=== design 1 ===
`src/rtl/ca_pkg.sv`:
```
`default_nettype none
// +----------------------------------------------------------------------------+
// | Module   : ca_pkg                                                          |
// | Purpose  : Shared widths, sequencer state encoding and the substitute      |
// |            pixel used by the chromatic-adaptation frame sequencer.         |
// | Ports    : none (package)                                                  |
// | Revision : 1.0 - initial release                                           |
// +----------------------------------------------------------------------------+
package ca_pkg;

  localparam int RGB_W    = 24;
  localparam int COEF_W   = 32;
  localparam int MATRIX_W = 288;

  // Substituted for a pixel the processor never returned.
  localparam logic [RGB_W-1:0] ERR_RGB = 24'hFF0000;

  typedef enum logic [2:0] {
    S_IDLE   = 3'd0,
    S_LOAD   = 3'd1,
    S_STREAM = 3'd2,
    S_DRAIN  = 3'd3,
    S_DONE   = 3'd4
  } seq_state_t;

endpackage : ca_pkg
`default_nettype wire

```
`src/rtl/ca_sync_fifo.sv`:
```
`default_nettype none
// +----------------------------------------------------------------------------+
// | Module   : ca_sync_fifo                                                    |
// | Purpose  : Single-clock first-word-fall-through FIFO carrying {last,rgb}.  |
// | Ports    : clk, rst_n      clock / async active-low reset                 |
// |            i_push, i_data  write strobe and word                           |
// |            i_pop           read strobe (ignored when empty)                |
// |            o_data          head word, valid whenever o_empty is low        |
// |            o_empty         no words stored                                 |
// |            o_count         number of words stored                          |
// | Revision : 1.0 - initial release                                           |
// +----------------------------------------------------------------------------+
module ca_sync_fifo #(
  parameter int WIDTH = 25,
  parameter int DEPTH = 4,
  localparam int c_AW = (DEPTH > 1) ? $clog2(DEPTH) : 1,
  localparam int c_CW = $clog2(DEPTH + 1)
) (
  input  logic             clk,
  input  logic             rst_n,
  input  logic             i_push,
  input  logic [WIDTH-1:0] i_data,
  input  logic             i_pop,
  output logic [WIDTH-1:0] o_data,
  output logic             o_empty,
  output logic [c_CW-1:0]  o_count
);

  logic [WIDTH-1:0] r_mem [DEPTH];
  logic [c_AW-1:0]  r_wr_ptr;
  logic [c_AW-1:0]  r_rd_ptr;
  logic [c_CW-1:0]  r_count;

  logic w_do_pop;
  logic w_do_push;

  // A push into a full FIFO is allowed when the same cycle frees a slot.
  assign w_do_pop  = i_pop & (r_count != '0);
  assign w_do_push = i_push & ((r_count != c_CW'(DEPTH)) | w_do_pop);

  always_ff @(posedge clk) begin
    if (w_do_push) begin
      r_mem[r_wr_ptr] <= i_data;
    end
  end

  always_ff @(posedge clk or negedge rst_n) begin
    if (!rst_n) begin
      r_wr_ptr <= '0;
      r_rd_ptr <= '0;
      r_count  <= '0;
    end else begin
      if (w_do_push) begin
        r_wr_ptr <= (r_wr_ptr == c_AW'(DEPTH - 1)) ? '0 : r_wr_ptr + c_AW'(1);
      end
      if (w_do_pop) begin
        r_rd_ptr <= (r_rd_ptr == c_AW'(DEPTH - 1)) ? '0 : r_rd_ptr + c_AW'(1);
      end
      case ({w_do_push, w_do_pop})
        2'b10:   r_count <= r_count + c_CW'(1);
        2'b01:   r_count <= r_count - c_CW'(1);
        default: r_count <= r_count;
      endcase
    end
  end

  assign o_data  = r_mem[r_rd_ptr];
  assign o_empty = (r_count == '0);
  assign o_count = r_count;

endmodule : ca_sync_fifo
`default_nettype wire

```
`src/rtl/ca_frame_sequencer.sv`:
```
`default_nettype none
// +----------------------------------------------------------------------------+
// | Module   : ca_frame_sequencer                                              |
// | Purpose  : Sequences the chromatic-adaptation image processor over whole   |
// |            frames: credit-limited pixel streaming, double-buffered 3x3     |
// |            matrix applied at frame boundaries, output FIFO to the sink,    |
// |            frame completion and sticky error reporting.                    |
// | Ports    : clk, rst_n                  clock / async active-low reset     |
// |            cfg_matrix[_wr], cfg_pending shadow matrix write / status      |
// |            frame_start, busy, frame_done, frame_cnt   frame control       |
// |            src_rgb/valid/ready          pixel source                      |
// |            proc_rgb/valid/ready, proc_matrix[_valid]  processor input     |
// |            proc_out_rgb/valid           processor output (no backpressure)|
// |            dst_rgb/valid/last/ready     sink                              |
// |            err_spurious, err_timeout    sticky error flags                |
// | Config   : define CA_SEQ_TIMEOUT_EN to build the lost-pixel watchdog.     |
// | Revision : 1.0 - initial release                                           |
// +----------------------------------------------------------------------------+
module ca_frame_sequencer
  import ca_pkg::*;
#(
  parameter int IMG_W          = 6,
  parameter int IMG_H          = 4,
  parameter int MAX_INFLIGHT   = 4,
  parameter int FIFO_DEPTH     = 4,
  parameter int TIMEOUT_CYCLES = 1000
) (
  input  logic                clk,
  input  logic                rst_n,
  input  logic [MATRIX_W-1:0] cfg_matrix,
  input  logic                cfg_matrix_wr,
  output logic                cfg_pending,
  input  logic                frame_start,
  input  logic [RGB_W-1:0]    src_rgb,
  input  logic                src_valid,
  output logic                src_ready,
  output logic [RGB_W-1:0]    proc_rgb,
  output logic                proc_valid,
  input  logic                proc_ready,
  output logic [MATRIX_W-1:0] proc_matrix,
  output logic                proc_matrix_valid,
  input  logic [RGB_W-1:0]    proc_out_rgb,
  input  logic                proc_out_valid,
  output logic [RGB_W-1:0]    dst_rgb,
  output logic                dst_valid,
  output logic                dst_last,
  input  logic                dst_ready,
  output logic                busy,
  output logic                frame_done,
  output logic [15:0]         frame_cnt,
  output logic                err_spurious,
  output logic                err_timeout
);

  localparam int c_NPIX = IMG_W * IMG_H;
  localparam int c_XW   = (IMG_W > 1) ? $clog2(IMG_W) : 1;
  localparam int c_YW   = (IMG_H > 1) ? $clog2(IMG_H) : 1;
  localparam int c_PW   = (c_NPIX > 1) ? $clog2(c_NPIX) : 1;
  localparam int c_IFW  = $clog2(MAX_INFLIGHT + 1);
  localparam int c_FCW  = $clog2(FIFO_DEPTH + 1);

  // The credit rule only prevents FIFO overflow if the FIFO can hold every
  // pixel that may be in flight.
  if (FIFO_DEPTH < MAX_INFLIGHT || TIMEOUT_CYCLES < 1) begin : g_param_check
    $error("ca_frame_sequencer: FIFO_DEPTH must be >= MAX_INFLIGHT and TIMEOUT_CYCLES >= 1");
  end

  seq_state_t          r_state;
  logic [MATRIX_W-1:0] r_shadow;
  logic [MATRIX_W-1:0] r_active;
  logic                r_pending;
  logic                r_mvalid;
  logic                r_frame_done;
  logic [15:0]         r_frame_cnt;
  logic                r_err_spur;
  logic [c_XW-1:0]     r_x;
  logic [c_YW-1:0]     r_y;
  logic [c_IFW-1:0]    r_inflight;
  logic [c_PW-1:0]     r_out_idx;

  logic                w_in_stream;
  logic                w_credit_ok;
  logic                w_accept;
  logic                w_last_pix;
  logic                w_ret;
  logic                w_wd_fire;
  logic                w_dec;
  logic                w_push;
  logic [RGB_W-1:0]    w_push_rgb;
  logic                w_push_last;
  logic                w_pop;
  logic [RGB_W:0]      w_fifo_data;
  logic                w_fifo_empty;
  logic [c_FCW-1:0]    w_fifo_count;

  // --------------------------------------------------------------------------
  // Input handshake
  // --------------------------------------------------------------------------
  assign w_in_stream = (r_state == S_STREAM);

  // Counting FIFO occupancy together with in-flight pixels reserves a FIFO
  // slot for every pixel before it is handed to the processor.
  assign w_credit_ok = (32'(r_inflight) < 32'(MAX_INFLIGHT)) &&
                       ((32'(r_inflight) + 32'(w_fifo_count)) < 32'(FIFO_DEPTH));

  assign src_ready  = w_in_stream & proc_ready & w_credit_ok;
  assign proc_valid = w_in_stream & src_valid & w_credit_ok;
  assign proc_rgb   = w_in_stream ? src_rgb : '0;
  assign w_accept   = src_valid & src_ready;
  assign w_last_pix = (r_x == c_XW'(IMG_W - 1)) && (r_y == c_YW'(IMG_H - 1));

  // --------------------------------------------------------------------------
  // Return path: only returns matched to an in-flight pixel are counted.
  // --------------------------------------------------------------------------
  assign w_ret       = proc_out_valid & (r_inflight != '0);
  assign w_dec       = w_ret | w_wd_fire;
  assign w_push      = w_dec;
  assign w_push_rgb  = w_wd_fire ? ERR_RGB : proc_out_rgb;
  assign w_push_last = (r_out_idx == c_PW'(c_NPIX - 1));

  always_ff @(posedge clk or negedge rst_n) begin
    if (!rst_n) begin
      r_inflight <= '0;
      r_out_idx  <= '0;
      r_err_spur <= 1'b0;
    end else begin
      case ({w_accept, w_dec})
        2'b10:   r_inflight <= r_inflight + c_IFW'(1);
        2'b01:   r_inflight <= r_inflight - c_IFW'(1);
        default: r_inflight <= r_inflight;
      endcase
      if (w_push) begin
        r_out_idx <= w_push_last ? '0 : r_out_idx + c_PW'(1);
      end
      if (proc_out_valid && (r_inflight == '0)) begin
        r_err_spur <= 1'b1;
      end
    end
  end

  // --------------------------------------------------------------------------
  // Lost-pixel watchdog
  // --------------------------------------------------------------------------
`ifdef CA_SEQ_TIMEOUT_EN
  localparam int c_WDW = $clog2(TIMEOUT_CYCLES + 1);

  logic [c_WDW-1:0] r_wd;
  logic             r_err_to;

  // A real return in the same cycle wins over the watchdog, so the two
  // decrement sources are mutually exclusive.
  assign w_wd_fire = (r_inflight != '0) && !proc_out_valid &&
                     (r_wd == c_WDW'(TIMEOUT_CYCLES - 1));

  always_ff @(posedge clk or negedge rst_n) begin
    if (!rst_n) begin
      r_wd     <= '0;
      r_err_to <= 1'b0;
    end else begin
      if ((r_inflight == '0) || proc_out_valid || w_wd_fire) begin
        r_wd <= '0;
      end else begin
        r_wd <= r_wd + c_WDW'(1);
      end
      if (w_wd_fire) begin
        r_err_to <= 1'b1;
      end
    end
  end

  assign err_timeout = r_err_to;
`else
  assign w_wd_fire   = 1'b0;
  assign err_timeout = 1'b0;
`endif

  // --------------------------------------------------------------------------
  // Output FIFO
  // --------------------------------------------------------------------------
  assign w_pop = dst_ready & ~w_fifo_empty;

  ca_sync_fifo #(
    .WIDTH (RGB_W + 1),
    .DEPTH (FIFO_DEPTH)
  ) u_fifo (
    .clk     (clk),
    .rst_n   (rst_n),
    .i_push  (w_push),
    .i_data  ({w_push_last, w_push_rgb}),
    .i_pop   (w_pop),
    .o_data  (w_fifo_data),
    .o_empty (w_fifo_empty),
    .o_count (w_fifo_count)
  );

  // Stale storage is masked so an empty FIFO presents all-zero outputs.
  assign dst_valid = ~w_fifo_empty;
  assign dst_rgb   = dst_valid ? w_fifo_data[RGB_W-1:0] : '0;
  assign dst_last  = dst_valid & w_fifo_data[RGB_W];

  // --------------------------------------------------------------------------
  // Frame FSM, pixel position and matrix double buffer
  // --------------------------------------------------------------------------
  always_ff @(posedge clk or negedge rst_n) begin
    if (!rst_n) begin
      r_state      <= S_IDLE;
      r_x          <= '0;
      r_y          <= '0;
      r_shadow     <= '0;
      r_active     <= '0;
      r_pending    <= 1'b0;
      r_mvalid     <= 1'b0;
      r_frame_done <= 1'b0;
      r_frame_cnt  <= '0;
    end else begin
      r_frame_done <= 1'b0;
      case (r_state)
        S_IDLE: begin
          if (frame_start && r_pending) begin
            r_state <= S_LOAD;
            r_x     <= '0;
            r_y     <= '0;
          end else if (frame_start && r_mvalid) begin
            r_state <= S_STREAM;
            r_x     <= '0;
            r_y     <= '0;
          end
        end
        S_LOAD: begin
          r_active  <= r_shadow;
          r_mvalid  <= 1'b1;
          r_pending <= 1'b0;
          r_state   <= S_STREAM;
        end
        S_STREAM: begin
          if (w_accept) begin
            if (w_last_pix) begin
              r_state <= S_DRAIN;
              r_x     <= '0;
              r_y     <= '0;
            end else if (r_x == c_XW'(IMG_W - 1)) begin
              r_x <= '0;
              r_y <= r_y + c_YW'(1);
            end else begin
              r_x <= r_x + c_XW'(1);
            end
          end
        end
        S_DRAIN: begin
          if (r_inflight == '0) begin
            r_state      <= S_DONE;
            r_frame_done <= 1'b1;
            r_frame_cnt  <= r_frame_cnt + 16'd1;
          end
        end
        S_DONE: begin
          r_state <= S_IDLE;
        end
        default: begin
          r_state <= S_IDLE;
        end
      endcase

      // Placed after the LOAD copy so a write in the LOAD cycle keeps the
      // new value pending for the following frame.
      if (cfg_matrix_wr) begin
        r_shadow  <= cfg_matrix;
        r_pending <= 1'b1;
      end
    end
  end

  assign busy              = (r_state != S_IDLE);
  assign frame_done        = r_frame_done;
  assign frame_cnt         = r_frame_cnt;
  assign cfg_pending       = r_pending;
  assign proc_matrix       = r_active;
  assign proc_matrix_valid = r_mvalid;
  assign err_spurious      = r_err_spur;

endmodule : ca_frame_sequencer
`default_nettype wire

```
`config.mk`:
```
export PLATFORM = sky130hd
export DESIGN_NAME = ca_frame_sequencer
export DESIGN_NICKNAME = d
export VERILOG_FILES = /design/src/rtl/ca_pkg.sv /design/src/rtl/ca_sync_fifo.sv /design/src/rtl/ca_frame_sequencer.sv
export SDC_FILE = /design/constraint.sdc
export NUM_CORES = 1
export LEC_CHECK = 0
export ABC_AREA = 0
export CORE_AREA = 5 5 272 274
export DETAILED_ROUTE_END_ITERATION = 6
export DIE_AREA = 0 0 277 279
export GPL_TIMING_DRIVEN = 0
export PLACE_DENSITY = 0.68
export SYNTH_ARGS = -nofsm -noshare
export SYNTH_HDL_FRONTEND = slang
export SYNTH_HIERARCHICAL = 1
export SYNTH_SLANG_ARGS = --single-unit
```
`constraint.sdc`:
```
create_clock -name clk -period 2.53 [get_ports clk]
set_input_delay 0.506 -clock clk [delete_from_list [all_inputs] [get_ports clk]]
set_output_delay 0.506 -clock clk [all_outputs]
set_load 0.05 [all_outputs]
```
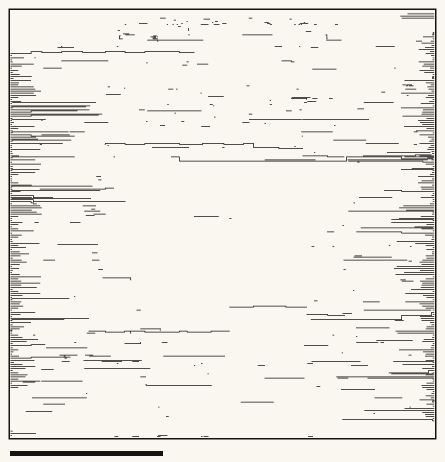
Fig. 1. The metal 3 layer (design 1).
Bar = 100 um.
share of all routed wire = 7.7%
main direction = horizontal
wire length on this layer = 6490 um
nets with wire on the layer = 467
longest straight run = 109 um

==> results.txt <==
Figures from the flow reports.

Floorplan:
- The run puts the vertical die dimension at 279 um.
- The run puts the number of primary I/O pins at 706.
- The run gives the count of standard-cell rows as 98.
- Per the OpenROAD floorplan log, the width of the die is 277 um.
- The run gives the number of well taps as 950.

Synth:
- The run gives the chip area from the yosys synthesis statistics as 0.0276 mm^2.
- The run gives the mean instance size in the synthesized netlist as 12.4 um^2.
- The run puts the net count entering floorplan at 2582.
- The most common cell in the synthesized netlist is sky130_fd_sc_hd__nand2_1.
- The share of synthesized area in the top cell type comes to 0.562.
- Looking at the cell usage after synthesis, the top flip-flop cell is sky130_fd_sc_hd__dfrtp_1.
- The run gives the portion of the post-synthesis area used by sequential elements as 0.670.
- The run gives the area share of xor/xnor cells in the synthesized design as 0.00698.
- The run puts the multiplexer share of the synthesized area at 0.142.

Pwr:
- In this run the power spent charging and discharging nets is 15.4 mW.
- The run puts the power per cell area at 1070 mW/mm^2.
- The run gives the combinational share of power as 0.370.
- Per report_power, the top consumer among the power groups is combinational logic.
- Looking at the VDD voltage map, the peak drop is 1.26 mV.
- The share of total power dissipated in the clock network is 0.275.
- The run gives the sequential power as 14.9 mW.

Cells and area:
- The run puts the signed area change from the synthesized netlist to the final layout at 42.4%.
- The run puts the final standard cell area without fillers at 0.0393 mm^2.
- The run gives the cell group occupying the most layout area as sequential cells.
- The library cells used most frequently in the layout, excluding fill and tap cells, are 878 x sky130_fd_sc_hd__nand2_1, 642 x sky130_fd_sc_hd__clkdlybuf4s50_1, 611 x sky130_fd_sc_hd__dfrtp_1.
- The run gives the multi-input combinational gate total as 1379.
- The run gives the final design utilization as 0.552.
- The run gives the antenna diode instance count as 18.
- The run puts the portion of the layout cell area used by clock cells at 0.0677.
- Per the layout report, the design carries 15 non-clock inverters.
- The run puts the fill cell instance count of the final layout at 5895.
- The run puts the register cell area after layout at 0.0185 mm^2.

Hold path:
- The type recorded for the worst min-delay path is in2async.

Placed design:
- The run gives the instance area after placement as 0.0360 mm^2.
- For this run the detailed placement stage logged an HPWL of 62000 um.
- At the placement stage, the worst setup path has a slack of -1.04 ns.
- The run gives the tally of buffers added on design ports as 703.
- Per the gpl log, the routability congestion estimate is 0.849.

Global routing:
- The run puts the global-route wire length before repair at 127000 um.
- The run gives the via count of the first global-routing pass as 21200.

Timing:
- From the final report, the count of setup violators was given as 27.
- The run gives the final-report max-slew violation count as 0.
- The run gives the final worst-path cycle share as 1.05.
- Once routing completed, OpenROAD measured the worst setup slack at -0.135 ns.
- The run puts the number of hold-slack violations in the final timing report at 0.
- For the finished layout, the period the worst path requires is 2.67 ns.
- Setup repair after global routing could not meet its margin everywhere.
- The run puts the worst hold slack at 0.425 ns.

Critical path:
- The run gives the critical-path maximum fanout as 7.
- The run gives the nature of the critical path endpoint as an output port.
- The data required time reported for the critical path is 2.02 ns.

Drt:
- The run puts the average routed wire per standard cell at 20.7 um.
- The routed design uses 42900 um of met2 wire.
- In this run the top signal layer used is met5.

Clock network:
- TritonCTS built the clock tree.

Outcome:
- The checks that failed: negative setup slack.
- The flow ran to the end, but the final reports show violations.
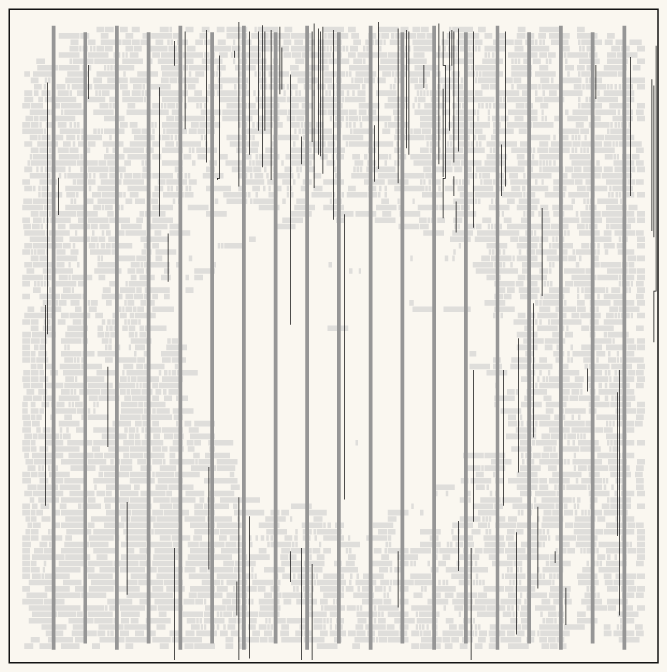
Fig. 2. The metal 4 layer (design 1).
Supply wires on this layer in grey.
nets with wire on the layer = 58
main direction = vertical
share of all routed wire = 4.3%
longest straight run = 122 um
wire length on this layer = 3630 um

## critical path: stages, from the launching register on
cell and delay [ns]:
sky130_fd_sc_hd__dfrtp_1 0.41, sky130_fd_sc_hd__buf_8 0.18, sky130_fd_sc_hd__buf_4 0.13, sky130_fd_sc_hd__mux4_2 0.51, sky130_fd_sc_hd__nor2b_1 0.17, sky130_fd_sc_hd__buf_6 0.15
## worst paths after layout
path	start	to	slack (ns)	cells past startpoint
worst max-delay path	u_fifo/r_rd_ptr[0]	dst_rgb[20]	-0.14	5
worst min-delay path	rst_n	r_shadow[259]	0.43	2
worst max register to register	u_fifo/o_count[0]	u_fifo/o_count[2]	0.13	9
worst min register to register	r_shadow[81]	proc_matrix[81]	0.45	2
max in group asynchronous	rst_n	u_fifo/o_count[0]	0.41	4
min in group clk	r_shadow[81]	proc_matrix[81]	0.45	2
## state kept, by name (all words and copies together), names as in the netlist, 2 cells and up
signal / count
r_state: 3
r_out_idx: 5
r_y: 2
r_shadow: 288
u_fifo/o_count: 3
proc_matrix: 288
u_fifo/r_rd_ptr: 2
r_inflight: 3
u_fifo/r_mem: 100
frame_cnt: 16
u_fifo/r_wr_ptr: 2
r_x: 3

=== design 2 ===
Fig. 3: design 2, the metal 4 layer
Supply wires on this layer in grey.
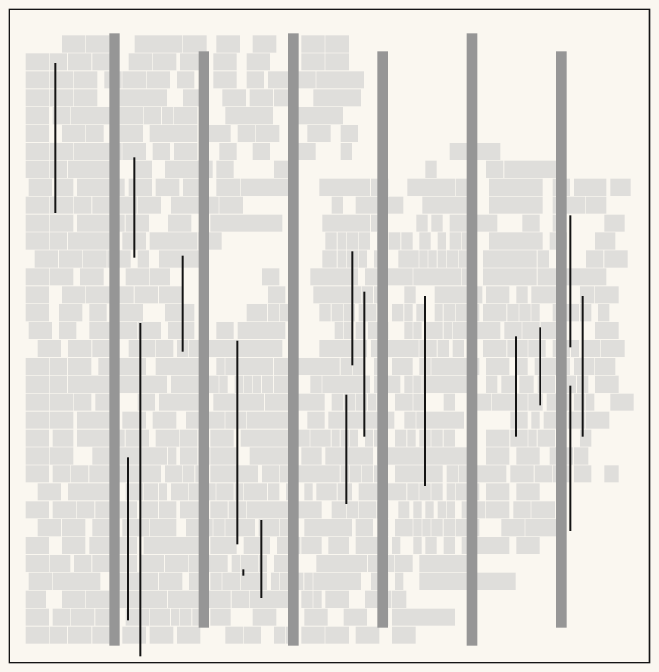
Fig. 4: design 2, cell outlines without signal wires
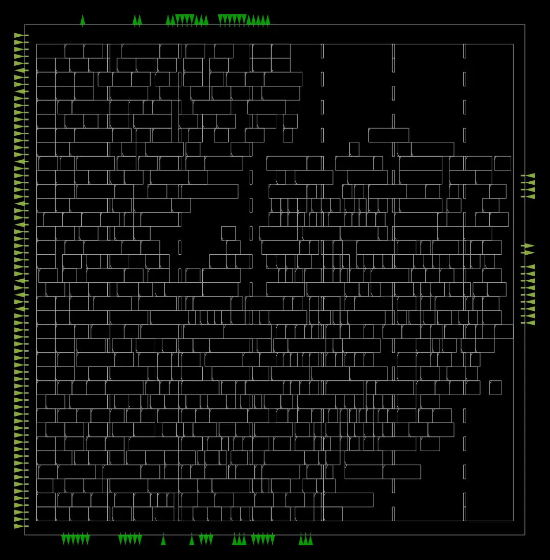
### config.mk
export PLATFORM = sky130hd
export DESIGN_NAME = regfile_wb_arbiter
export DESIGN_NICKNAME = d
export VERILOG_FILES = /design/src/rtl/regfile_wb_arbiter.sv
export SDC_FILE = /design/constraint.sdc
export NUM_CORES = 1
export LEC_CHECK = 0
export ABC_AREA = 0
export CAP_MARGIN = 20
export CORE_AREA = 2 2 95 97
export CTS_BUF_LIST = sky130_fd_sc_hd__clkbuf_2
export CTS_CLUSTER_DIAMETER = 50
export CTS_CLUSTER_SIZE = 28
export DETAILED_ROUTE_END_ITERATION = 8
export DIE_AREA = 0 0 97 99
export PLACE_DENSITY = 0.9
export SYNTH_ARGS = -nofsm -noshare
export SYNTH_HDL_FRONTEND = slang
export SYNTH_SLANG_ARGS = --single-unit
### constraint.sdc
create_clock -name clk -period 2.1 [get_ports clk]
set_input_delay 0.42 -clock clk [delete_from_list [all_inputs] [get_ports clk]]
set_output_delay 0.42 -clock clk [all_outputs]
set_load 0.005 [all_outputs]
### src/rtl/regfile_wb_arbiter.sv
// Writeback arbiter for the register file write port plus an outstanding-load scoreboard.
// Optional same-cycle writeback bypass is enabled by defining WB_BYPASS_EN.
module regfile_wb_arbiter #(
  parameter int unsigned STARVE_LIMIT = 3
) (
  input  logic        clk,
  input  logic        reset,
  input  logic        alu_valid,
  input  logic [4:0]  alu_rd,
  input  logic [31:0] alu_data,
  output logic        alu_ready,
  input  logic        ld_valid,
  input  logic [4:0]  ld_rd,
  input  logic [31:0] ld_data,
  output logic        ld_ready,
  input  logic        ld_issue,
  input  logic [4:0]  ld_issue_rd,
  input  logic [4:0]  rs1,
  input  logic [4:0]  rs2,
  output logic        rs1_busy,
  output logic        rs2_busy,
  output logic        regWrite,
  output logic [4:0]  write_Register,
  output logic [31:0] write_Data
`ifdef WB_BYPASS_EN
  ,
  output logic        rs1_fwd,
  output logic        rs2_fwd,
  output logic [31:0] fwd_data
`endif
);

  localparam logic [3:0] StarveMax = 4'(STARVE_LIMIT);

  logic        alu_req, ld_req;
  logic        alu_win, ld_win;
  logic [3:0]  starve_q, starve_d;
  logic        reg_write_q, reg_write_d;
  logic        wb_is_load_q, wb_is_load_d;
  logic [4:0]  wa_q, wa_d;
  logic [31:0] wd_q, wd_d;
  logic [31:0] busy_q, busy_d;

  // Requests to x0 never compete for the write slot.
  assign alu_req = alu_valid && (alu_rd != 5'd0);
  assign ld_req  = ld_valid && (ld_rd != 5'd0);

  assign alu_win = alu_req && (!ld_req || (starve_q == StarveMax));
  assign ld_win  = ld_req && !alu_win;

  assign alu_ready = !reset && ((alu_rd == 5'd0) || alu_win);
  assign ld_ready  = !reset && ((ld_rd == 5'd0) || ld_win);

  always_comb begin
    starve_d = starve_q;
    if (!alu_valid || alu_ready) begin
      starve_d = 4'd0;
    end else if (starve_q != StarveMax) begin
      starve_d = starve_q + 4'd1;
    end
  end

  always_comb begin
    reg_write_d  = 1'b0;
    wb_is_load_d = 1'b0;
    wa_d         = wa_q;
    wd_d         = wd_q;
    if (alu_win) begin
      reg_write_d = 1'b1;
      wa_d        = alu_rd;
      wd_d        = alu_data;
    end else if (ld_win) begin
      reg_write_d  = 1'b1;
      wb_is_load_d = 1'b1;
      wa_d         = ld_rd;
      wd_d         = ld_data;
    end
  end

  // Set after clear so a re-issue at the commit edge keeps the register busy.
  always_comb begin
    busy_d = busy_q;
    if (reg_write_q && wb_is_load_q) begin
      busy_d[wa_q] = 1'b0;
    end
    if (ld_issue && (ld_issue_rd != 5'd0)) begin
      busy_d[ld_issue_rd] = 1'b1;
    end
    busy_d[0] = 1'b0;
  end

  always_ff @(posedge clk) begin
    if (reset) begin
      starve_q     <= 4'd0;
      reg_write_q  <= 1'b0;
      wb_is_load_q <= 1'b0;
      wa_q         <= 5'd0;
      wd_q         <= 32'd0;
      busy_q       <= 32'd0;
    end else begin
      starve_q     <= starve_d;
      reg_write_q  <= reg_write_d;
      wb_is_load_q <= wb_is_load_d;
      wa_q         <= wa_d;
      wd_q         <= wd_d;
      busy_q       <= busy_d;
    end
  end

  assign regWrite       = reg_write_q;
  assign write_Register = wa_q;
  assign write_Data     = wd_q;

`ifdef WB_BYPASS_EN
  assign rs1_fwd  = reg_write_q && (wa_q == rs1) && (rs1 != 5'd0);
  assign rs2_fwd  = reg_write_q && (wa_q == rs2) && (rs2 != 5'd0);
  assign fwd_data = wd_q;
  assign rs1_busy = busy_q[rs1] && !rs1_fwd;
  assign rs2_busy = busy_q[rs2] && !rs2_fwd;
`else
  assign rs1_busy = busy_q[rs1];
  assign rs2_busy = busy_q[rs2];
`endif

endmodule

==> results.txt <==
Figures from the flow reports.

Outcome:
- The run finished, with violations left.
- The final reports fail on negative setup slack.

Synth:
- By count the netlist is led by 74 x sky130_fd_sc_hd__dfxtp_1, 41 x sky130_fd_sc_hd__a21oi_1, 40 x sky130_fd_sc_hd__nand2_1.
- The number of nets handed over by synthesis was 505.
- The run gives the number of warnings issued by yosys as 0.
- The run gives the register bit count reported by yosys as 74.
- The run puts the chip area from the yosys synthesis statistics at 0.00376 mm^2.
- The most common cell in the synthesized netlist is sky130_fd_sc_hd__dfxtp_1.
- The run gives the total cells reported by yosys after synthesis as 410.
- The main area contributors are sky130_fd_sc_hd__dfxtp_1 39%, sky130_fd_sc_hd__a221o_1 8.0%, sky130_fd_sc_hd__nor3b_1 7.2%.

Pwr:
- The run gives the worst-case vdd ir drop as 0.321 mV.
- The run gives the cell-internal power as 2.16 mW.
- The run puts the sequential cell fraction of total power at 0.505.
- Total power normalized to cell area comes to 525 mW/mm^2.
- Of the total power, combinational logic draws 0.232.
- The net switching power in the latest report is 0.854 mW.

Timing:
- Setup repair after global routing could not meet its margin everywhere.
- The run gives the final worst-path cycle share as 1.10.
- Per the finish-stage timing summary, setup violations number 4.
- The run gives the clock period minus final worst setup slack as 2.30 ns.
- The run puts the worst max-slew margin expressed relative to the limit at 0.627.
- The run puts the transition time of the tightest slew-check pin at 0.557 ns.
- The run puts the worst hold slack at 0.202 ns.
- The run puts the smallest setup slack after layout at -0.204 ns.
- The run gives the number of hold-slack violations in the final timing report as 0.

Cells and area:
- Measured on the final layout, buffering overhead outside the clock network stands at 0.312.
- Multi-input logic gates represent a cell area share of 0.375.
- The run puts the tally of non-filler cells in the final layout at 699.
- The run puts the register cell area after layout at 0.00149 mm^2.
- The class occupying the most area after layout is reported as logic gates.
- The run gives the final standard cell area without fillers as 0.00575 mm^2.
- Measured on the final layout, the clock distribution area share stands at 0.0198.
- The run puts the antenna diode instance count at 0.
- The most common logic cell in the final layout is sky130_fd_sc_hd__clkdlybuf4s50_1.
- The run puts the signed area change from the synthesized netlist to the final layout at 52.8%.
- The run puts the multi-input combinational gate total at 293.

Critical path:
- Looking at the reg2reg group, the worst path ends at write_Data[0].
- STA lists the maximum fanout along the critical path as 3.
- For the worst setup path, the data arrival time is 1.88 ns.
- The run gives the critical path required time as 1.68 ns.
- The run gives the classification of the worst setup path as reg2out.
- For the worst reg-to-reg path, the startpoint reported by OpenROAD is starve_q[0].
- The run gives the setup slack of the worst register-to-register path as 0.08 ns.
- The worst setup path is launched from a register.
- The run gives the launching element of the worst setup path as busy_q[7].

Placed design:
- Including well taps, the total number of placed cells is 676.
- The run puts the tally of buffers added on design ports at 135.
- The run gives the routability-driven placement congestion ratio as 0.947.

Clock network:
- The run gives the clock buffer count from CTS as 9.
- The run gives the number of clock sinks seen by CTS as 74.
- The run puts the later-pin clock latency in the skew report at 0.53 ns.
- The run puts the clock slew at the register clock pins of the worst setup and hold paths at 0.22 ns.
- Buffers inserted to repair hold after CTS numbered 0.
- The report lists the number of cells resized after CTS as 61.
- The run gives the CTS tree as done.

Hold path:
- The run puts the count of cells along the worst hold path at 3.

Floorplan:
- 136 I/O pins were placed.
- The initial utilization of the core area, before any placement, comes to 0.440.
- The vertical die dimension reported for this design is 99 um.
- The run puts the number of well taps at 108.
- The run puts the horizontal extent of the die at 97 um.

Run:
- The run gives the number of maximum-capacitance violations as 0.
- The run gives the number of warnings in the stage logs as 28.

Drt:
- After detailed routing, the average wire length per cell comes to 18.2 um.
- The run gives the routed metal-1 wire length as 4990 um.
- The run gives the detailed router's first-iteration violation count as 317.
- The run puts the amount of wire on met3 after detailed routing at 957 um.
- The routed design uses 6430 um of met2 wire.

Global routing:
- The run puts the global-route wire length before repair at 19700 um.
Notes on Fig. 3 above:
nets with wire on the layer = 15
main direction = vertical
share of all routed wire = 2.7%
Routed Wire Length: 12700 um
routed via count: 4068

Notes on Fig. 4 above:
standard cell core area: 0.00855 mm^2
proportion of cell area occupied by registers: 0.259

[kinds of logic (layout without fill, tap and decap cells)]
| group | after synthesis | after routing | share of synthesized area |
|---|---|---|---|
| AOI/OAI and AO/OA | 127 | 127 | 0.241 |
| buffers and inverters | 43 | 224 | 0.0622 |
| DFF | 74 | 74 | 0.394 |
| muxes | 24 | 24 | 0.0838 |
| xor gates and xnor gates | 2 | 2 | 0.00466 |
| and+or+nand+nor | 139 | 139 | 0.212 |
| adders and majority gates | 1 | 1 | 0.00333 |
[worst max-delay path, cell delays in order, from the launching register on]
cell and delay (ns):
sky130_fd_sc_hd__dfxtp_2 0.36, sky130_fd_sc_hd__mux4_2 0.47, sky130_fd_sc_hd__nand2b_4 0.15, sky130_fd_sc_hd__o211ai_1 0.09, sky130_fd_sc_hd__nand4_1 0.15, sky130_fd_sc_hd__buf_2 0.16
[power groups by stage]
| stage | registers (mW) | logic [mW] | clock network [mW] |
|---|---|---|---|
| after floorplan | 1.54 | 0.251 | 0 |
| after global placement | 1.55 | 0.656 | 0 |
| after detailed placement | 1.55 | 0.684 | 0 |
| after CTS | 1.52 | 0.688 | 0.794 |
| after global routing | 1.53 | 0.740 | 0.862 |
| final | 1.52 | 0.701 | 0.792 |

=== design 3 ===
===== config.mk =====
export PLATFORM = sky130hd
export DESIGN_NAME = ram_access_master_flat
export DESIGN_NICKNAME = d
export VERILOG_FILES = /design/src/rtl/ram_access_master_if.sv /design/src/rtl/ram_access_master.sv /design/src/flat_wrapper.sv
export SDC_FILE = /design/constraint.sdc
export NUM_CORES = 1
export LEC_CHECK = 0
export CAP_MARGIN = 20
export CORE_ASPECT_RATIO = 0.75
export CORE_MARGIN = 10
export CORE_UTILIZATION = 38
export DETAILED_ROUTE_END_ITERATION = 8
export PLACE_DENSITY_LB_ADDON = 0.15
export SYNTH_ARGS = -nofsm -noshare
export SYNTH_HDL_FRONTEND = slang
export SYNTH_SLANG_ARGS = --single-unit

===== constraint.sdc =====
create_clock -name clk -period 1.8 [get_ports clk]
set_input_delay 0.36 -clock clk [delete_from_list [all_inputs] [get_ports clk]]
set_output_delay 0.36 -clock clk [all_outputs]
set_load 0.005 [all_outputs]

===== src/rtl/ram_access_master_if.sv =====
// Command/response stream plus the RAM strobe bus for ram_access_master.
// master = the initiator's view, slave = the agent and RAM side.
interface ram_access_master_if #(
   parameter int AW = 10,
   parameter int DW = 32,
   parameter int LW = 4
);
   logic          cmd_valid;
   logic          cmd_ready;
   logic          cmd_wr;
   logic [AW-1:0] cmd_addr;
   logic [DW-1:0] cmd_wdata;
   logic [LW-1:0] cmd_len;
   logic          rsp_valid;
   logic          rsp_ready;
   logic [DW-1:0] rsp_rdata;
   logic          cmd_done;
   logic          ram_rstn;
   logic          ram_en;
   logic          ram_wr_rdn;
   logic [AW-1:0] ram_addr;
   logic [DW-1:0] ram_wdata;
   logic [DW-1:0] ram_rdata;

   modport master (
      input  cmd_valid, cmd_wr, cmd_addr, cmd_wdata, cmd_len, rsp_ready, ram_rdata,
      output cmd_ready, rsp_valid, rsp_rdata, cmd_done,
      output ram_rstn, ram_en, ram_wr_rdn, ram_addr, ram_wdata
   );

   modport slave (
      output cmd_valid, cmd_wr, cmd_addr, cmd_wdata, cmd_len, rsp_ready, ram_rdata,
      input  cmd_ready, rsp_valid, rsp_rdata, cmd_done,
      input  ram_rstn, ram_en, ram_wr_rdn, ram_addr, ram_wdata
   );
endinterface


===== src/rtl/ram_access_master.sv =====
// Turns valid/ready commands into setup+strobe RAM cycles; write done at +3, read rsp at +3+RD_LATENCY.
// One command in flight; a stalled response freezes the FSM in RESP with no RAM activity.
module ram_access_master #(
   parameter int AW         = 10,
   parameter int DW         = 32,
   parameter int LW         = 4,
   parameter int RD_LATENCY = 1
) (
   input logic                 clk,
   input logic                 rst,
   ram_access_master_if.master bus
);
   typedef enum logic [2:0] {IDLE, SETUP, STROBE, CAPTURE, RESP} state_t;

   localparam logic [1:0] LAT_LAST = 2'(RD_LATENCY - 1);

   state_t        state_q, state_d;
   logic [AW-1:0] ram_addr_q, ram_addr_d;
   logic [DW-1:0] ram_wdata_q, ram_wdata_d;
   logic          ram_wr_rdn_q, ram_wr_rdn_d;
   logic [DW-1:0] rsp_rdata_q, rsp_rdata_d;
   logic          cmd_done_q, cmd_done_d;
   logic          ram_rstn_q, ram_rstn_d;
   logic [LW-1:0] len_q, len_d;
   logic [LW-1:0] beat_q, beat_d;
   logic [1:0]    lat_q, lat_d;
   logic          cmd_ready;

   // Held off during the done pulse so a new command starts one cycle later.
   assign cmd_ready = (state_q == IDLE) && !cmd_done_q && !rst;

   always_comb begin
      state_d      = state_q;
      ram_addr_d   = ram_addr_q;
      ram_wdata_d  = ram_wdata_q;
      ram_wr_rdn_d = ram_wr_rdn_q;
      rsp_rdata_d  = rsp_rdata_q;
      cmd_done_d   = 1'b0;
      ram_rstn_d   = !rst;
      len_d        = len_q;
      beat_d       = beat_q;
      lat_d        = lat_q;
      case (state_q)
         IDLE: begin
            if (bus.cmd_valid && cmd_ready) begin
               ram_addr_d   = bus.cmd_addr;
               ram_wr_rdn_d = bus.cmd_wr;
               if (bus.cmd_wr) ram_wdata_d = bus.cmd_wdata;
               len_d   = bus.cmd_len;
               beat_d  = '0;
               state_d = SETUP;
            end
         end
         SETUP: state_d = STROBE;
         STROBE: begin
            lat_d = '0;
            if (ram_wr_rdn_q) begin
               ram_wr_rdn_d = 1'b0;
               cmd_done_d   = 1'b1;
               state_d      = IDLE;
            end else begin
               state_d = CAPTURE;
            end
         end
         CAPTURE: begin
            if (lat_q == LAT_LAST) begin
               rsp_rdata_d = bus.ram_rdata;
               state_d     = RESP;
            end else begin
               lat_d = lat_q + 2'd1;
            end
         end
         RESP: begin
            if (bus.rsp_ready) begin
               if (beat_q == len_q) begin
                  cmd_done_d = 1'b1;
                  state_d    = IDLE;
               end else begin
                  beat_d     = beat_q + 1'b1;
                  ram_addr_d = ram_addr_q + 1'b1;
                  state_d    = SETUP;
               end
            end
         end
         default: state_d = IDLE;
      endcase
   end

   always_ff @(posedge clk) begin
      ram_rstn_q <= ram_rstn_d;
      if (rst) begin
         state_q      <= IDLE;
         ram_addr_q   <= '0;
         ram_wdata_q  <= '0;
         ram_wr_rdn_q <= 1'b0;
         rsp_rdata_q  <= '0;
         cmd_done_q   <= 1'b0;
         len_q        <= '0;
         beat_q       <= '0;
         lat_q        <= '0;
      end else begin
         state_q      <= state_d;
         ram_addr_q   <= ram_addr_d;
         ram_wdata_q  <= ram_wdata_d;
         ram_wr_rdn_q <= ram_wr_rdn_d;
         rsp_rdata_q  <= rsp_rdata_d;
         cmd_done_q   <= cmd_done_d;
         len_q        <= len_d;
         beat_q       <= beat_d;
         lat_q        <= lat_d;
      end
   end

   assign bus.cmd_ready  = cmd_ready;
   assign bus.rsp_valid  = (state_q == RESP);
   assign bus.rsp_rdata  = rsp_rdata_q;
   assign bus.cmd_done   = cmd_done_q;
   assign bus.ram_rstn   = ram_rstn_q;
   assign bus.ram_en     = (state_q == STROBE);
   assign bus.ram_wr_rdn = ram_wr_rdn_q;
   assign bus.ram_addr   = ram_addr_q;
   assign bus.ram_wdata  = ram_wdata_q;
endmodule


===== src/flat_wrapper.sv =====
// flat-port wrapper written by rule: the top's interface ports become plain ports
module ram_access_master_flat 
#(
   parameter int AW         = 10,
   parameter int DW         = 32,
   parameter int LW         = 4,
   parameter int RD_LATENCY = 1
)
  (clk, rst, bus_cmd_valid, bus_cmd_wr, bus_cmd_addr, bus_cmd_wdata, bus_cmd_len, bus_rsp_ready, bus_ram_rdata, bus_cmd_ready, bus_rsp_valid, bus_rsp_rdata, bus_cmd_done, bus_ram_rstn, bus_ram_en, bus_ram_wr_rdn, bus_ram_addr, bus_ram_wdata);
  ram_access_master_if #(.AW(AW), .DW(DW), .LW(LW)) bus_i ();
  input logic clk;
  input logic rst;
  input wire logic [$bits(bus_i.cmd_valid)-1:0] bus_cmd_valid;
  input wire logic [$bits(bus_i.cmd_wr)-1:0] bus_cmd_wr;
  input wire logic [$bits(bus_i.cmd_addr)-1:0] bus_cmd_addr;
  input wire logic [$bits(bus_i.cmd_wdata)-1:0] bus_cmd_wdata;
  input wire logic [$bits(bus_i.cmd_len)-1:0] bus_cmd_len;
  input wire logic [$bits(bus_i.rsp_ready)-1:0] bus_rsp_ready;
  input wire logic [$bits(bus_i.ram_rdata)-1:0] bus_ram_rdata;
  output wire logic [$bits(bus_i.cmd_ready)-1:0] bus_cmd_ready;
  output wire logic [$bits(bus_i.rsp_valid)-1:0] bus_rsp_valid;
  output wire logic [$bits(bus_i.rsp_rdata)-1:0] bus_rsp_rdata;
  output wire logic [$bits(bus_i.cmd_done)-1:0] bus_cmd_done;
  output wire logic [$bits(bus_i.ram_rstn)-1:0] bus_ram_rstn;
  output wire logic [$bits(bus_i.ram_en)-1:0] bus_ram_en;
  output wire logic [$bits(bus_i.ram_wr_rdn)-1:0] bus_ram_wr_rdn;
  output wire logic [$bits(bus_i.ram_addr)-1:0] bus_ram_addr;
  output wire logic [$bits(bus_i.ram_wdata)-1:0] bus_ram_wdata;
  assign bus_i.cmd_valid = bus_cmd_valid;
  assign bus_i.cmd_wr = bus_cmd_wr;
  assign bus_i.cmd_addr = bus_cmd_addr;
  assign bus_i.cmd_wdata = bus_cmd_wdata;
  assign bus_i.cmd_len = bus_cmd_len;
  assign bus_i.rsp_ready = bus_rsp_ready;
  assign bus_i.ram_rdata = bus_ram_rdata;
  assign bus_cmd_ready = bus_i.cmd_ready;
  assign bus_rsp_valid = bus_i.rsp_valid;
  assign bus_rsp_rdata = bus_i.rsp_rdata;
  assign bus_cmd_done = bus_i.cmd_done;
  assign bus_ram_rstn = bus_i.ram_rstn;
  assign bus_ram_en = bus_i.ram_en;
  assign bus_ram_wr_rdn = bus_i.ram_wr_rdn;
  assign bus_ram_addr = bus_i.ram_addr;
  assign bus_ram_wdata = bus_i.ram_wdata;
  ram_access_master #(.AW(AW), .DW(DW), .LW(LW), .RD_LATENCY(RD_LATENCY)) u_core (.clk(clk), .rst(rst), .bus(bus_i));
endmodule

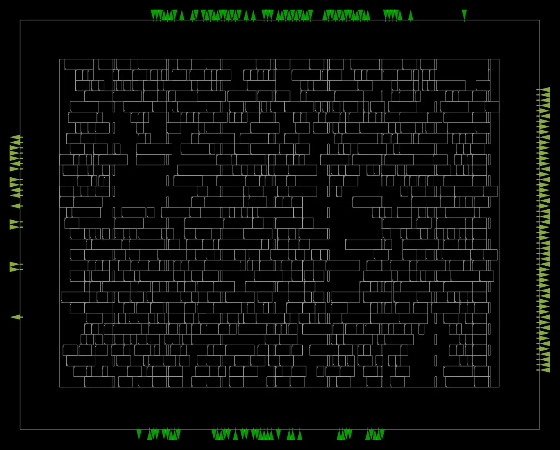
Fig. 5. Cell outlines without signal wires (design 3).
Cell Rows: 31
standard cell core area: 0.00954 mm^2
final core utilization: 0.645
Non-Filler Instances: 783

==> results.txt <==
Figures from the flow reports.

Outcome:
- The flow ran to the end, and the final reports show no timing, DRC or antenna violations.

Cells and area:
- The layout has 11 clock buffers.
- The run gives the fraction of layout instances using a drive strength above 1 as 0.138.
- The run puts the portion of the layout cell area used by clock cells at 0.0520.
- The run puts the final layout net count at 732.

Synth:
- The cell count after synthesis came out at 463.
- After synthesis, the chip area reported by Yosys is 0.00368 mm^2.
- The run gives the count of cell types in the netlist as 45.
- Ranked by instance count, the synthesized netlist is headed by 119 x sky130_fd_sc_hd__nand2_1, 90 x sky130_fd_sc_hd__dfxtp_1, 81 x sky130_fd_sc_hd__a21oi_1.
- The commonest register cell is sky130_fd_sc_hd__dfxtp_1.
- The run puts the portion of the post-synthesis area used by sequential elements at 0.489.

Drt:
- The run puts the average routed wire per standard cell at 16.4 um.

Clock network:
- The run puts the later-pin clock latency in the skew report at 0.34 ns.
- The run puts the number of levels the H-tree was split into at 3.

Placed design:
- The run puts the routability-driven placement congestion ratio at 0.816.

Timing:
- The run puts the final-report max-slew violation count at 0.
- The run puts the final worst-path cycle share at 0.975.
- The run puts the transition time of the tightest slew-check pin at 0.702 ns.

Floorplan:
- The run gives the vertical die dimension as 105 um.
- The run puts the number of well taps at 132.
- Measured along the x axis, the die boundary spans 134 um.

Pwr:
- The analysis attributes to net switching a power of 1.05 mW.
- The run gives the power of the clock network as 2.00 mW.

Critical path:
- The critical path is of the reg2reg type.

Global routing:
- The via count of the first global-routing pass was 3786.

Run:
- The run gives the number of warnings in the stage logs as 27.
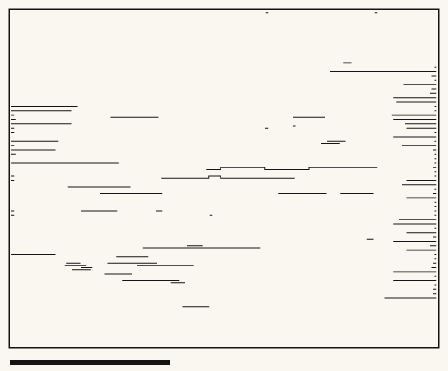
Fig. 6. The metal 3 layer (design 3).
Bar = 50 um.
wire length on this layer = 775 um
longest straight run = 36.3 um
share of all routed wire = 6.1%
Routed Wire Length: 12800 um
routed via count: 4021
met3 capacity usage during global routing: 0.0508

-- logic make-up after synthesis --
group / count (synthesis) / synth area share
XOR/XNOR: 4 / 0.00951
multiplexers: 2 / 0.00544
adder cells (fa/ha/maj): 3 / 0.0102
buffers and inverters: 41 / 0.0445
flip-flops: 90 / 0.489
AND-OR/OR-AND: 114 / 0.186
AND/OR/NAND/NOR: 209 / 0.255
-- worst max-delay path: stages (launching register included) --
cell and delay [ns]:
sky130_fd_sc_hd__dfxtp_4 0.36, sky130_fd_sc_hd__xor2_4 0.18, sky130_fd_sc_hd__buf_6 0.13, sky130_fd_sc_hd__o41a_1 0.43, sky130_fd_sc_hd__buf_6 0.15, sky130_fd_sc_hd__buf_4 0.13
sky130_fd_sc_hd__o22ai_1 0.14, sky130_fd_sc_hd__a32o_1 0.18
-- what timing repair did --
action,CTS,global route
endpoints found under the setup margin,17,41
buffers inserted,6,2
gates resized,13,28
pin swaps,4,3
cloned,0,0
-- layer usage --
metal,GRT usage,up-vias,part of all wire
met5,0,-,0
met4,0.0395,0,0.013
met3,0.0508,14,0.060
met2,0.281,127,0.47
met1,0.226,1907,0.45
li1,-,1973,-

=== design 4 ===
Fig. 7: design 4, the metal 4 layer
Supply wires on this layer in grey.
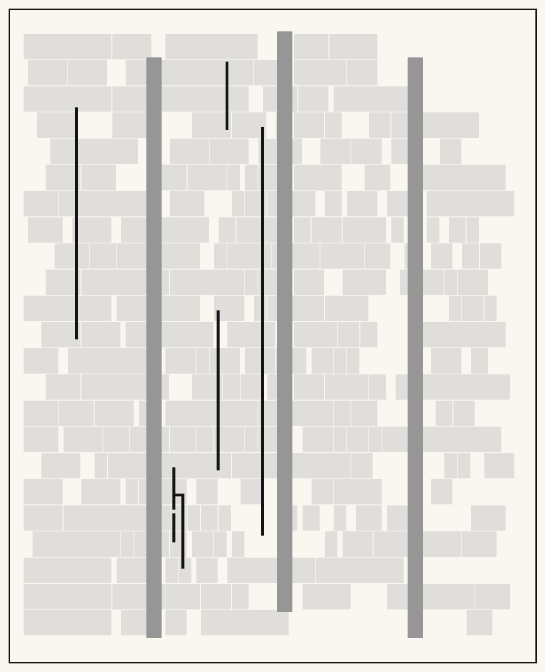
Fig. 8: design 4, cell outlines without signal wires
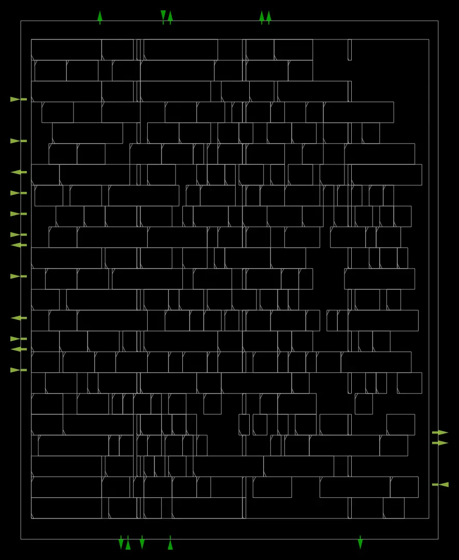
===== src/rtl/clk_div_pkg.sv =====
// Shared types and helpers for the programmable clock divider controller.
package clk_div_pkg;

  typedef enum logic [1:0] {IDLE, RUN, PEND, STOP} state_e;

  localparam int unsigned MIN_DIV = 2;

  // Number of high cycles in one output period of divisor n.
  function automatic int unsigned half_hi(input int unsigned n);
    return (n + 1) >> 1;
  endfunction

endpackage


===== src/rtl/clk_div_core.sv =====
// Period counter for the divider: wrap detect, registered clk_out/tick and the divisor load strobe.
module clk_div_core
  import clk_div_pkg::*;
#(
  parameter int DIV_W = 8
) (
  input  logic             clk_in,
  input  logic             rst_n,
  input  logic             active,
  input  logic             run,
  input  logic             pend_vld,
  input  logic [DIV_W-1:0] div_n,
  output logic             wrap,
  output logic             load,
  output logic             clk_out,
  output logic             tick
);

  localparam logic [DIV_W-1:0] ONE = DIV_W'(1);

  logic [DIV_W-1:0] cnt_q, cnt_d;
  logic             clk_out_q, clk_out_d;
  logic             tick_q, tick_d;

  always_comb begin
    wrap = active && (cnt_q == (div_n - ONE));
    load = wrap && pend_vld;
    // A fresh start and a wrap both restart the period at zero.
    if (!run || !active || wrap) cnt_d = '0;
    else                         cnt_d = cnt_q + ONE;
    clk_out_d = run && (32'(cnt_d) < half_hi(32'(div_n)));
    tick_d    = run && (cnt_d == '0);
  end

  always_ff @(posedge clk_in or negedge rst_n) begin
    if (!rst_n) begin
      cnt_q     <= '0;
      clk_out_q <= 1'b0;
      tick_q    <= 1'b0;
    end else begin
      cnt_q     <= cnt_d;
      clk_out_q <= clk_out_d;
      tick_q    <= tick_d;
    end
  end

  assign clk_out = clk_out_q;
  assign tick    = tick_q;

endmodule


===== src/rtl/clk_div_ctrl.sv =====
// Programmable divider controller: FSM, config handshake, pending divisor and error pulse.
module clk_div_ctrl
  import clk_div_pkg::*;
#(
  parameter int DIV_W   = 8,
  parameter int DEF_DIV = 3
) (
  input  logic             clk_in,
  input  logic             rst_n,
  input  logic             enable,
  input  logic             cfg_valid,
  input  logic [DIV_W-1:0] cfg_div,
  output logic             cfg_ready,
  output logic             cfg_err,
  output logic             clk_out,
  output logic             tick,
  output logic             busy,
  output logic [DIV_W-1:0] cur_div
);

  localparam logic [DIV_W-1:0] DEF_N = DIV_W'(DEF_DIV);
  localparam logic [DIV_W-1:0] MIN_N = DIV_W'(MIN_DIV);

  state_e           state_q, state_d;
  logic [DIV_W-1:0] cur_div_q, cur_div_d;
  logic [DIV_W-1:0] pend_div_q, pend_div_d;
  logic             pend_vld_q, pend_vld_d;
  logic             cfg_err_q, cfg_err_d;
  logic             busy_q, busy_d;
  logic             acc, acc_ok, wrap, load;

  assign cfg_ready = (state_q != PEND);

  always_comb begin
    acc        = cfg_valid && cfg_ready;
    acc_ok     = acc && (cfg_div >= MIN_N);
    cfg_err_d  = acc && !acc_ok;
    state_d    = state_q;
    cur_div_d  = load ? pend_div_q : cur_div_q;
    pend_div_d = pend_div_q;
    pend_vld_d = load ? 1'b0 : pend_vld_q;

    // While idle a divisor takes effect at once; otherwise it waits for a wrap.
    if (acc_ok) begin
      if (state_q == IDLE) begin
        cur_div_d = cfg_div;
      end else begin
        pend_div_d = cfg_div;
        pend_vld_d = 1'b1;
      end
    end

    case (state_q)
      IDLE: if (enable) state_d = RUN;
      RUN: begin
        if (acc_ok)       state_d = PEND;
        else if (!enable) state_d = STOP;
      end
      PEND: if (wrap) state_d = enable ? RUN : STOP;
      STOP: begin
        if (enable) begin
          state_d = pend_vld_d ? PEND : RUN;
        end else if (wrap) begin
          state_d = IDLE;
          // A divisor offered on the final wrap must not be lost when going idle.
          if (acc_ok) begin
            cur_div_d  = cfg_div;
            pend_vld_d = 1'b0;
          end
        end
      end
      default: state_d = IDLE;
    endcase

    busy_d = (state_d != IDLE);
  end

  always_ff @(posedge clk_in or negedge rst_n) begin
    if (!rst_n) begin
      state_q    <= IDLE;
      cur_div_q  <= DEF_N;
      pend_div_q <= '0;
      pend_vld_q <= 1'b0;
      cfg_err_q  <= 1'b0;
      busy_q     <= 1'b0;
    end else begin
      state_q    <= state_d;
      cur_div_q  <= cur_div_d;
      pend_div_q <= pend_div_d;
      pend_vld_q <= pend_vld_d;
      cfg_err_q  <= cfg_err_d;
      busy_q     <= busy_d;
    end
  end

  clk_div_core #(.DIV_W(DIV_W)) u_core (
    .clk_in   (clk_in),
    .rst_n    (rst_n),
    .active   (state_q != IDLE),
    .run      (state_d != IDLE),
    .pend_vld (pend_vld_q),
    .div_n    (cur_div_q),
    .wrap     (wrap),
    .load     (load),
    .clk_out  (clk_out),
    .tick     (tick)
  );

  assign cfg_err = cfg_err_q;
  assign busy    = busy_q;
  assign cur_div = cur_div_q;

endmodule


===== config.mk =====
export PLATFORM = sky130hd
export DESIGN_NAME = clk_div_ctrl
export DESIGN_NICKNAME = d
export VERILOG_FILES = /design/src/rtl/clk_div_pkg.sv /design/src/rtl/clk_div_core.sv /design/src/rtl/clk_div_ctrl.sv
export SDC_FILE = /design/constraint.sdc
export NUM_CORES = 1
export LEC_CHECK = 0
export CAP_MARGIN = 20
export CORE_ASPECT_RATIO = 1.25
export CORE_MARGIN = 1
export CORE_UTILIZATION = 60
export CTS_BUF_LIST = sky130_fd_sc_hd__clkbuf_8
export CTS_CLUSTER_DIAMETER = 60
export CTS_CLUSTER_SIZE = 12
export DETAILED_ROUTE_END_ITERATION = 8
export GPL_ROUTABILITY_DRIVEN = 0
export PLACE_DENSITY = 0.85
export SLEW_MARGIN = 20
export SYNTH_ARGS = -nofsm -noshare
export SYNTH_HDL_FRONTEND = slang
export SYNTH_SLANG_ARGS = --single-unit

===== constraint.sdc =====
create_clock -name clk_in -period 6.5 [get_ports clk_in]
set_input_delay 1.95 -clock clk_in [delete_from_list [all_inputs] [get_ports clk_in]]
set_output_delay 1.95 -clock clk_in [all_outputs]
set_load 0.01 [all_outputs]

==> results.txt <==
Figures from the flow reports.

Floorplan:
- Per the OpenROAD floorplan log, the height of the die is 67.7 um.
- The run puts the floorplan core area at 0.00325 mm^2.
- The initialized floorplan defines 23 standard-cell rows.
- The horizontal die dimension reported for this design is 54.6 um.

Timing:
- The run puts the clock period minus final worst setup slack at 4.07 ns.
- The run puts the final worst-path cycle share at 0.626.
- The run puts the number of setup violations in the final report at 0.
- The pin closest to its max-slew limit shows a slew of 0.440 ns.

Critical path:
- Per the timing report, the most critical flop-to-flop path finishes at u_core.clk_out.
- Following the worst setup path forward leads to its endpoint at cur_div[2].
- The run puts the critical path depth at 7.
- STA classifies the critical path endpoint as a register.

Hold path:
- Along the worst hold path, the cell count comes to 1.
- In this run the most critical hold path is launched from pend_div_q[7].
- Note that the worst hold path type here is reg2reg.
- The run gives the worst-case hold path end point as pend_div_q[7].

Synth:
- Per the Yosys statistics, synthesis produced 204 cells.
- The run gives the main flop type after synthesis as sky130_fd_sc_hd__dfrtp_1.
- Synthesis inferred 31 register bits.
- The most frequently used library cell after synthesis is sky130_fd_sc_hd__dfrtp_1.
- The run gives the number of flops mapped to enable cells by yosys as 0.
- Of all flip-flops after synthesis, the portion carrying an async set or reset was 1.00.
- Yosys attributes the largest share of cell area to sky130_fd_sc_hd__dfrtp_1 35%, sky130_fd_sc_hd__mux2_2 8.7%, sky130_fd_sc_hd__ha_1 6.0%.
- In the synthesized netlist, the cells that appear most often are 29 x sky130_fd_sc_hd__dfrtp_1, 17 x sky130_fd_sc_hd__nand2_1, 16 x sky130_fd_sc_hd__mux2_2.

Clock network:
- The run gives the post-CTS setup buffer count as 0.
- The run puts the later-pin clock latency in the skew report at 0.30 ns.

Cells and area:
- The run puts the logic area at 0.00121 mm^2.
- The run puts the portion of the layout cell area used by clock cells at 0.0415.
- The class occupying the most area after layout is reported as logic gates.
- The final design was reported to hold multi-input combinational gates totalling 156.
- Per the layout report, the design carries 8 non-clock inverters.
- Summing all flip-flop and latch instances after layout gives 778 um^2.
- The run gives the fill cell instance count of the final layout as 225.
- The final layout report lists a non-clock buffer count of 25.

Global routing:
- The initial antenna violation count came to 0.
- The run puts the maximum number of pins on one net before global-route repair at 32.

Placed design:
- Detailed placement ended at an HPWL of 3360 um.

Drt:
- The run gives the detailed router's first-iteration violation count as 46.

Outcome:
- The run finished with clean final reports.
Notes on Fig. 7 above:
wire length on this layer = 104 um
longest straight run = 42.2 um

Notes on Fig. 8 above:
FFs & Latches: 31
n_taps: 37
Non-Filler Instances: 265
final core utilization: 0.743

stage by stage:
stage	std cells	hold slack, ns	setup WS (ns)	total power [mW]
floorplan	204	0.472	2.77	0.863
detailed placement	257	0.486	2.15	1.05
CTS	265	0.500	2.45	1.22
global placement	257	0.481	2.23	1.00
global route	265	0.521	2.25	1.31
finish	265	0.499	2.43	1.22
power breakdown:
part	leakage (nW)	switching [mW]	internal (mW)
logic	0.597	0.311	0.327
clock network	0.0557	0.0758	0.0950
registers	0.370	0.134	0.280
total	1.02	0.521	0.702
layer usage:
metal  track usage  routed length (um)
met5             0                   0
met4         0.144                 104
met3        0.0653                 170
met2         0.495                2400
met1         0.327                1910
sequential cells by signal, indices dropped and copies added (netlist names):
name / cells
u_core.cnt_q: 8
cur_div: 8
u_core.tick: 1
state_q: 2
cfg_err: 1
u_core.clk_out: 1
pend_vld_q: 1
busy: 1
pend_div_q: 8
cell families after synthesis:
| kind of cell | Yosys count | synth area share |
|---|---|---|
| simple gates | 70 | 0.183 |
| fa+ha+maj | 10 | 0.0604 |
| mux | 24 | 0.130 |
| flops | 31 | 0.375 |
| xor+xnor | 23 | 0.0972 |
| compound gates | 29 | 0.113 |
| buf+inv | 17 | 0.0398 |


==> notes/layouts.md <==
Pictures saved along the way, in no particular order.

Cells by drive strength.
shot_01.png
Bar = 50 um.
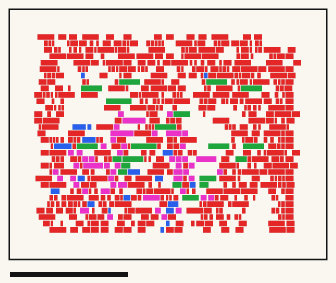
shot_02.png
Bar = 20 um.
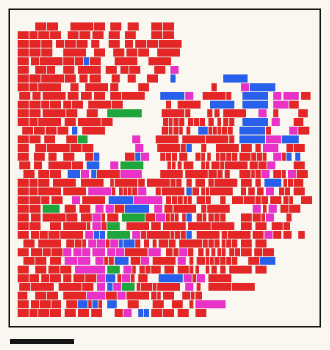
shot_03.png
Bar = 20 um.
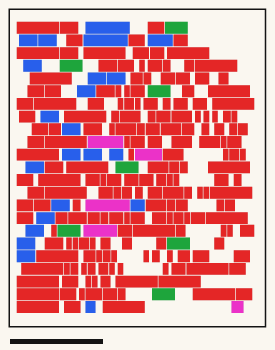
shot_03.png is design 4.
shot_02.png is design 2.
shot_01.png is design 3.
Of these, fewest cells: shot_03.png
Of these, largest die: shot_01.png

Key to shot_01.png:
x6 and larger -> green  # cells 20, share 3.1%, most used clkbuf_16
x1 and smaller -> red  # cells 561, share 86%, most used clkdlybuf4s50_1
x2 -> blue  # cells 19, share 2.9%, most used a21oi_2
x3 and x4 -> magenta  # cells 51, share 7.8%, most used buf_4

Power is estimated from default activity; no workload was simulated.
